==================== design 1
**src/rtl/concat_pack_pkg.sv**
```systemverilog
// Shared constants, types and helpers for the narrow-to-wide beat packer.
// Lane k of a packed word occupies bits [k*IN_W +: IN_W]; lane 0 is the first beat.
package concat_pack_pkg;

    localparam int IN_W  = 4;
    localparam int RATIO = 4;
    localparam int OUT_W = IN_W * RATIO;
    localparam int CW    = $clog2(RATIO);

    typedef logic [RATIO-1:0] lane_keep_t;
    typedef logic [OUT_W-1:0] word_t;
    typedef logic [CW-1:0]    lane_idx_t;

    // Fill state is implicit in the lane counter: IDLE means no beat of the word taken yet.
    typedef enum logic {
        IDLE = 1'b0,
        FILL = 1'b1
    } fill_state_e;

    function automatic int lane_lsb(input lane_idx_t k);
        return int'(k) * IN_W;
    endfunction

    function automatic lane_idx_t clamp_ratio(input lane_idx_t r);
        if (int'(r) > RATIO - 1) begin
            return lane_idx_t'(RATIO - 1);
        end
        return r;
    endfunction

endpackage

```
**src/rtl/concat_pack_ctrl_out_stage.sv**
```systemverilog
// Output register of the packer: loads a finished word, holds it under backpressure,
// and tells the input side whether a beat may be accepted this cycle.
module pack_out_stage
    import concat_pack_pkg::*;
(
    input  logic             clk,
    input  logic             arst,
    input  logic             load,
    input  logic [OUT_W-1:0] load_data,
    input  logic [RATIO-1:0] load_keep,
    input  logic             load_last,
    input  logic             out_ready,
    output logic             out_valid,
    output logic [OUT_W-1:0] out_data,
    output logic [RATIO-1:0] out_keep,
    output logic             out_last,
    output logic             in_ready
);

    // A beat may only be taken when the register is empty or draining this cycle,
    // so a completion can never overwrite a word the consumer has not seen.
    assign in_ready = !out_valid || out_ready;

    always_ff @(posedge clk or negedge arst) begin
        if (!arst) begin
            out_valid <= 1'b0;
            out_data  <= '0;
            out_keep  <= '0;
            out_last  <= 1'b0;
        end else if (load) begin
            out_valid <= 1'b1;
            out_data  <= load_data;
            out_keep  <= load_keep;
            out_last  <= load_last;
        end else if (out_ready) begin
            // Payload keeps its last value after the drain; only the valid flag drops.
            out_valid <= 1'b0;
        end
    end

endmodule

```
**src/rtl/concat_pack_ctrl.sv**
```systemverilog
// Packs up to RATIO narrow beats into one wide word, first beat in the low lane.
// The lanes-per-word setting is latched on the first beat and held for the whole word.
module concat_pack_ctrl
    import concat_pack_pkg::*;
(
    input  logic             clk,
    input  logic             arst,
    input  logic [CW-1:0]    cfg_ratio,
    input  logic             in_valid,
    output logic             in_ready,
    input  logic [IN_W-1:0]  in_data,
    input  logic             in_last,
    output logic             out_valid,
    input  logic             out_ready,
    output logic [OUT_W-1:0] out_data,
    output logic [RATIO-1:0] out_keep,
    output logic             out_last
);

    lane_idx_t   cnt;
    lane_idx_t   cnt_d;
    lane_idx_t   ratio_q;
    lane_idx_t   ratio_d;
    lane_idx_t   eff;
    word_t       acc;
    word_t       acc_d;
    word_t       merged_data;
    lane_keep_t  acc_keep;
    lane_keep_t  keep_d;
    lane_keep_t  merged_keep;
    fill_state_e state;
    logic        accept;
    logic        complete;

    assign state  = (cnt == '0) ? IDLE : FILL;
    assign accept = in_valid && in_ready;
    // The first beat sees cfg_ratio directly so a 1-lane word needs no extra cycle.
    assign eff    = (state == IDLE) ? clamp_ratio(cfg_ratio) : ratio_q;

    // State register.
    always_ff @(posedge clk or negedge arst) begin
        if (!arst) begin
            // NOTE: clocked state uses non-blocking assignments so every register
            // samples the pre-edge values regardless of statement order.
            cnt      <= '0;
            ratio_q  <= '0;
            acc      <= '0;
            acc_keep <= '0;
        end else begin
            cnt      <= cnt_d;
            ratio_q  <= ratio_d;
            acc      <= acc_d;
            acc_keep <= keep_d;
        end
    end

    // Next-state logic.
    always_comb begin
        // NOTE: every signal is given its hold value first, so no path through the
        // branches below leaves one unassigned and no latch is inferred.
        cnt_d   = cnt;
        ratio_d = ratio_q;
        acc_d   = acc;
        keep_d  = acc_keep;
        if (accept) begin
            if (state == IDLE) begin
                ratio_d = eff;
            end
            if (complete) begin
                cnt_d  = '0;
                acc_d  = '0;
                keep_d = '0;
            end else begin
                cnt_d  = cnt + lane_idx_t'(1);
                acc_d  = merged_data;
                keep_d = merged_keep;
            end
        end
    end

    // Output logic: the current beat merged into its lane, and the completion decision.
    always_comb begin
        merged_data = acc | (word_t'(in_data) << lane_lsb(cnt));
        merged_keep = acc_keep | (lane_keep_t'(1) << cnt);
        complete    = accept && ((cnt == eff) || in_last);
    end

    pack_out_stage u_out_stage (
        .clk       (clk),
        .arst      (arst),
        .load      (complete),
        .load_data (merged_data),
        .load_keep (merged_keep),
        .load_last (in_last),
        .out_ready (out_ready),
        .out_valid (out_valid),
        .out_data  (out_data),
        .out_keep  (out_keep),
        .out_last  (out_last),
        .in_ready  (in_ready)
    );

endmodule

```
**config.mk**
```make
export PLATFORM = sky130hd
export DESIGN_NAME = concat_pack_ctrl
export DESIGN_NICKNAME = d
export VERILOG_FILES = /design/src/rtl/concat_pack_pkg.sv /design/src/rtl/concat_pack_ctrl_out_stage.sv /design/src/rtl/concat_pack_ctrl.sv
export SDC_FILE = /design/constraint.sdc
export NUM_CORES = 1
export LEC_CHECK = 0
export ABC_AREA = 0
export CAP_MARGIN = 30
export CORE_ASPECT_RATIO = 2
export CORE_UTILIZATION = 47
export DETAILED_ROUTE_END_ITERATION = 6
export MAX_ROUTING_LAYER = met4
export PLACE_DENSITY_LB_ADDON = 0.15
export SLEW_MARGIN = 10
export SYNTH_ARGS = -nofsm -noshare
export SYNTH_HDL_FRONTEND = slang
export SYNTH_HIERARCHICAL = 1
export SYNTH_SLANG_ARGS = --single-unit
export TNS_END_PERCENT = 1
```
**constraint.sdc**
```tcl
create_clock -name clk -period 2.15 [get_ports clk]
set_clock_uncertainty 0.15 [all_clocks]
set_input_delay 0.645 -clock clk [delete_from_list [all_inputs] [get_ports clk]]
set_output_delay 0.645 -clock clk [all_outputs]
set_load 0.005 [all_outputs]
```
design_1/floorplan.png
The bar under the picture is 10 um long. Pins as bars on the die edge.
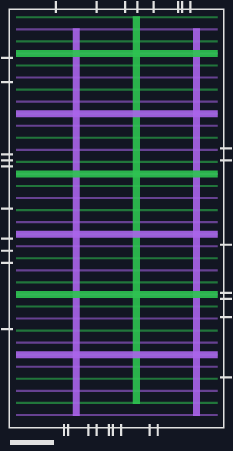
- VSS: purple
- VDD: green
- met4 straps: 3
- met5 straps: 6
- rows: 33
- met1 rails: 34
- signal pins: 34
Die Wd: 48.1 um
Peak VDD IR: 0.00113 V
height of the chip: 94.1 um

design_1/class_map.png
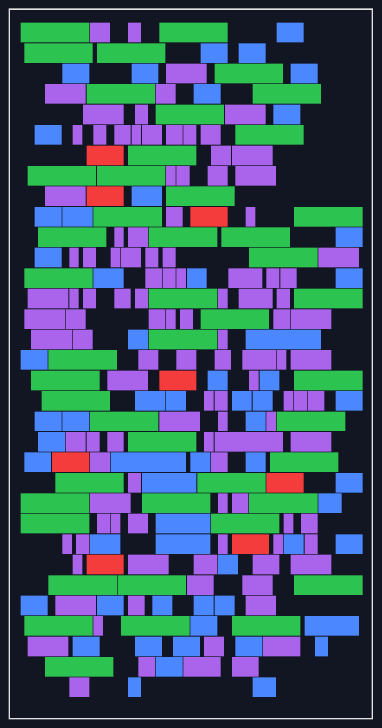
- remaining buffers and delay cells: blue (cells 59)
- clock drivers and dummy loads: red (cells 8)
- registers: green (cells 46)
- remaining logic cells: purple (cells 114)

==> impl_metrics.json <==
{
  "num_rows": 33,
  "seq_power_mw": 1.40,
  "warning_count": 32,
  "cpMostUsedCell": "buf_12",
  "n_fill_cell": 293,
  "clkPwrFrac_pct": 14.6,
  "fp_nets": 180,
  "buffers": 59,
  "synthAoiAreaFrac_pct": 12.5,
  "r2r-end": "u_out_stage/out_data[8]",
  "hold_violations": 0,
  "period_used_pct": 105,
  "yosysCellCount": 165,
  "finalSetupViolCount": 26,
  "cts_made_buffers": 5,
  "most-common-layout-cells": "46 x dfrtp_1, 29 x clkdlybuf4s50_1, 22 x nor2_1, 21 x mux2_4, 20 x a21oi_1",
  "cts_max_path_buffers": 2,
  "synth_flops": 46,
  "end_kind": "flop",
  "violations": "setup timing",
  "sh_seq_area_pct": 40.4,
  "cp-endpoint": "u_out_stage/out_data[8]",
  "timing.final.ws_setup_ps": -97.8,
  "worst-r2r-cell-count": 8,
  "logic_family": "multiplexers",
  "status": "finished with violations",
  "met3_length_um": 132,
  "cpMaxStageDelayCell": "dfrtp_1",
  "buf_share_pct": 21.8,
  "grt_first_pass_wirelength_um": 7750
}

==================== design 2
design_2/floorplan.png
The bar under the picture is 50 um long. Pins as bars on the die edge.
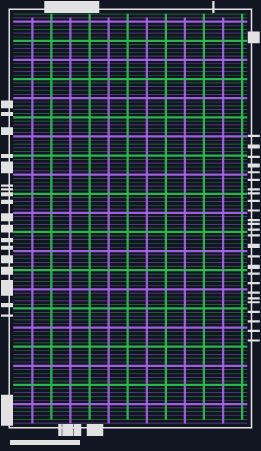
design_2/class_map.png
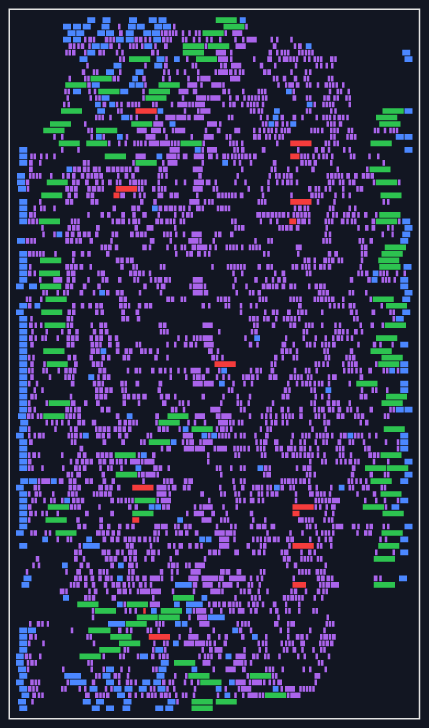
## src/rtl/alu_arbiter_pkg.sv

```systemverilog
// Shared definitions for alu_arbiter: FSM state encodings, ALU operation codes
// and the operand-register record latched on grant.
package alu_arbiter_pkg;

  localparam int XLEN = 32;

  typedef enum logic [1:0] {
    ST_IDLE = 2'd0,
    ST_EXEC = 2'd1,
    ST_RESP = 2'd2
  } state_e;

  localparam logic [2:0] ALU_SUB  = 3'b000;
  localparam logic [2:0] ALU_ADD  = 3'b001;
  localparam logic [2:0] ALU_AND  = 3'b010;
  localparam logic [2:0] ALU_OR   = 3'b011;
  localparam logic [2:0] ALU_SLL  = 3'b100;
  localparam logic [2:0] ALU_SRL  = 3'b101;
  localparam logic [2:0] ALU_SLT  = 3'b110;
  localparam logic [2:0] ALU_RSVD = 3'b111;

  typedef struct packed {
    logic            id;
    logic [2:0]      ctrl;
    logic [XLEN-1:0] a;
    logic [XLEN-1:0] b;
  } op_t;

endpackage

```

## src/rtl/alu_arbiter_alu.sv

```systemverilog
// rv32ialu: single-cycle combinational RV32I-style ALU used as the arbiter datapath.
// The reserved code yields zero, so zero is asserted for it.
module rv32ialu
  import alu_arbiter_pkg::*;
(
  input  logic [XLEN-1:0] a,
  input  logic [XLEN-1:0] b,
  input  logic [2:0]      ctrl,
  output logic [XLEN-1:0] y,
  output logic            zero
);

  always_comb begin
    y = '0;
    case (ctrl)
      ALU_SUB: y = a - b;
      ALU_ADD: y = a + b;
      ALU_AND: y = a & b;
      ALU_OR:  y = a | b;
      ALU_SLL: y = a << b[4:0];
      ALU_SRL: y = a >> b[4:0];
      ALU_SLT: y = {{(XLEN-1){1'b0}}, ($signed(a) < $signed(b))};
      default: y = '0;
    endcase
    zero = (y == '0);
  end

endmodule

```

## src/rtl/alu_arbiter.sv

```systemverilog
// Two-requester front end sharing one ALU: IDLE grants, EXEC computes, RESP holds
// the result until rsp_ready. ALU_ARBITER_RR_EN selects round-robin over fixed priority.
module alu_arbiter
  import alu_arbiter_pkg::*;
(
  input  logic            clk,
  input  logic            rst,
  input  logic [1:0]      req_valid,
  output logic [1:0]      req_ready,
  input  logic [XLEN-1:0] req_a0,
  input  logic [XLEN-1:0] req_b0,
  input  logic [2:0]      req_ctrl0,
  input  logic [XLEN-1:0] req_a1,
  input  logic [XLEN-1:0] req_b1,
  input  logic [2:0]      req_ctrl1,
  output logic            rsp_valid,
  output logic            rsp_id,
  output logic [XLEN-1:0] rsp_y,
  output logic            rsp_zero,
  input  logic            rsp_ready,
  output logic            busy
);

  // Handshakes: a request transfers on an edge where req_valid[i] & req_ready[i];
  // a result transfers on an edge where rsp_valid & rsp_ready, and is held otherwise.

  state_e          state_q, state_d;
  op_t             op_q, op_d;
  logic            rsp_id_q, rsp_id_d;
  logic [XLEN-1:0] rsp_y_q, rsp_y_d;
  logic            rsp_zero_q, rsp_zero_d;
  logic [1:0]      grant;
  logic [XLEN-1:0] alu_y;
  logic            alu_zero;

`ifdef ALU_ARBITER_RR_EN
  logic last_q, last_d;

  always_comb begin
    grant = 2'b00;
    if (state_q == ST_IDLE) begin
      // On a tie the requester that did not win last time goes first.
      if (req_valid == 2'b11) grant = last_q ? 2'b01 : 2'b10;
      else                    grant = req_valid;
    end
  end

  always_comb begin
    last_d = last_q;
    if (grant != 2'b00) last_d = grant[1];
  end

  always_ff @(posedge clk or posedge rst) begin
    if (rst) last_q <= 1'b1;
    else     last_q <= last_d;
  end
`else
  always_comb begin
    grant = 2'b00;
    if (state_q == ST_IDLE) begin
      if (req_valid[0])      grant = 2'b01;
      else if (req_valid[1]) grant = 2'b10;
    end
  end
`endif

  rv32ialu u_alu (
    .a    (op_q.a),
    .b    (op_q.b),
    .ctrl (op_q.ctrl),
    .y    (alu_y),
    .zero (alu_zero)
  );

  always_comb begin
    state_d    = state_q;
    op_d       = op_q;
    rsp_id_d   = rsp_id_q;
    rsp_y_d    = rsp_y_q;
    rsp_zero_d = rsp_zero_q;
    case (state_q)
      ST_IDLE: begin
        if (grant != 2'b00) begin
          state_d   = ST_EXEC;
          op_d.id   = grant[1];
          op_d.ctrl = grant[1] ? req_ctrl1 : req_ctrl0;
          op_d.a    = grant[1] ? req_a1    : req_a0;
          op_d.b    = grant[1] ? req_b1    : req_b0;
        end
      end
      ST_EXEC: begin
        state_d    = ST_RESP;
        rsp_id_d   = op_q.id;
        rsp_y_d    = alu_y;
        rsp_zero_d = alu_zero;
      end
      ST_RESP: begin
        if (rsp_ready) state_d = ST_IDLE;
      end
      default: state_d = ST_IDLE;
    endcase
  end

  always_ff @(posedge clk or posedge rst) begin
    if (rst) begin
      state_q    <= ST_IDLE;
      op_q       <= '0;
      rsp_id_q   <= 1'b0;
      rsp_y_q    <= '0;
      rsp_zero_q <= 1'b0;
    end else begin
      state_q    <= state_d;
      op_q       <= op_d;
      rsp_id_q   <= rsp_id_d;
      rsp_y_q    <= rsp_y_d;
      rsp_zero_q <= rsp_zero_d;
    end
  end

  // The registered state is already IDLE under reset; the gate keeps ready low anyway.
  assign req_ready = rst ? 2'b00 : grant;
  assign rsp_valid = (state_q == ST_RESP);
  assign rsp_id    = rsp_id_q;
  assign rsp_y     = rsp_y_q;
  assign rsp_zero  = rsp_zero_q;
  assign busy      = (state_q != ST_IDLE);

endmodule
```

## config.mk

```make
export PLATFORM = sky130hd
export DESIGN_NAME = alu_arbiter
export DESIGN_NICKNAME = d
export VERILOG_FILES = /design/src/rtl/alu_arbiter_pkg.sv /design/src/rtl/alu_arbiter_alu.sv /design/src/rtl/alu_arbiter.sv
export SDC_FILE = /design/constraint.sdc
export NUM_CORES = 1
export LEC_CHECK = 0
export ABC_AREA = 1
export CORE_ASPECT_RATIO = 1.75
export CORE_MARGIN = 2
export CORE_UTILIZATION = 30
export DETAILED_ROUTE_END_ITERATION = 8
export PLACE_DENSITY_LB_ADDON = 0.25
export SYNTH_ARGS = -nofsm -noshare
export SYNTH_HDL_FRONTEND = slang
export SYNTH_HIERARCHICAL = 1
export SYNTH_SLANG_ARGS = --single-unit
```

## constraint.sdc

```tcl
create_clock -name clk -period 3.8 [get_ports clk]
set_clock_uncertainty 0.2 [all_clocks]
set_input_delay 0.76 -clock clk [delete_from_list [all_inputs] [get_ports clk]]
set_output_delay 0.76 -clock clk [all_outputs]
set_load 0.05 [all_outputs]
```

==> impl_metrics.json <==
{
  "status": "finished clean",
  "design.seq.count": 104,
  "syn_inst": 2721,
  "r2r-end": "rsp_zero",
  "wirelength_um": 71900,
  "grt.total_usage_pct": 28.3,
  "grt_first_pass_wirelength_um": 106000,
  "drtAntennaViolNets": 0,
  "cts_max_path_buffers": 2,
  "grt_overflow_total": 0,
  "root_buffer": "clkbuf_16",
  "boundaryPins": 177,
  "antenna_cells": 0,
  "post-route-min-period_ps": 3480,
  "postCtsHoldBufs": 0,
  "cpMaxStageDelayCell": "ha_1",
  "placedCellCount": 3498,
  "grt_util_met1_pct": 32.3,
  "critPathLaunch": "op_q[39]",
  "cts_setup_buffers": 0,
  "buffers": 256,
  "ys_seq_share_pct": 17.7,
  "top_layer_used": "met4"
}
## Picture notes: design_2/floorplan.png
- VDD: green
- VSS: purple
- signal pins: 177
- met1 rails: 108

## Picture notes: design_2/class_map.png
- registers: green (cells 104)
- clock drivers and dummy loads: red (cells 16)
- remaining logic cells: purple (cells 2484)
- remaining buffers and delay cells: blue (cells 256)



==> notes/layouts.md <==
Pictures saved along the way, in no particular order.

Metal layers overlaid.
image #1
The bar under the picture is 50 um long.
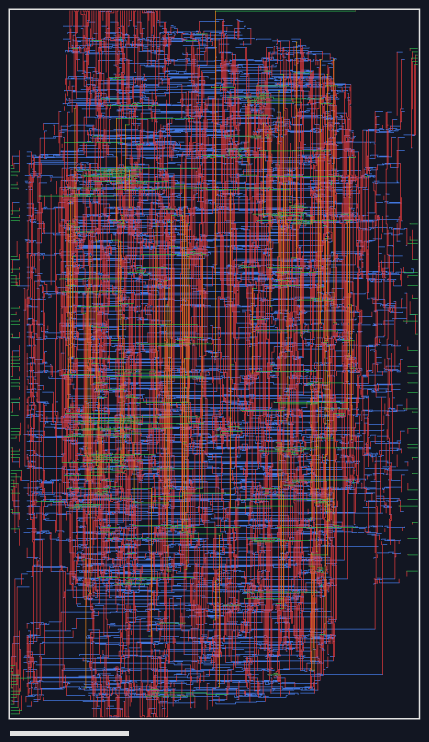
image #2
The bar under the picture is 10 um long.
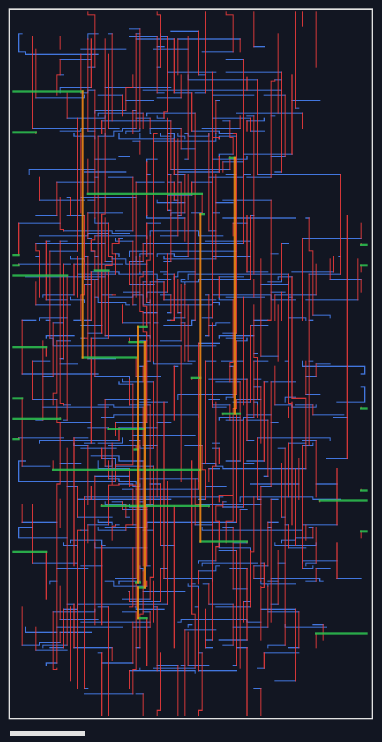
design 1: image #2
design 2: image #1
Of these, largest die: image #1
Of these, most wire: image #1

Key to image #1:
- M2: red (wire length 36.9 mm)
- M4: orange (wire length 4490 um)
- M3: green (wire length 3130 um)
- M1: blue (wire length 27.3 mm)

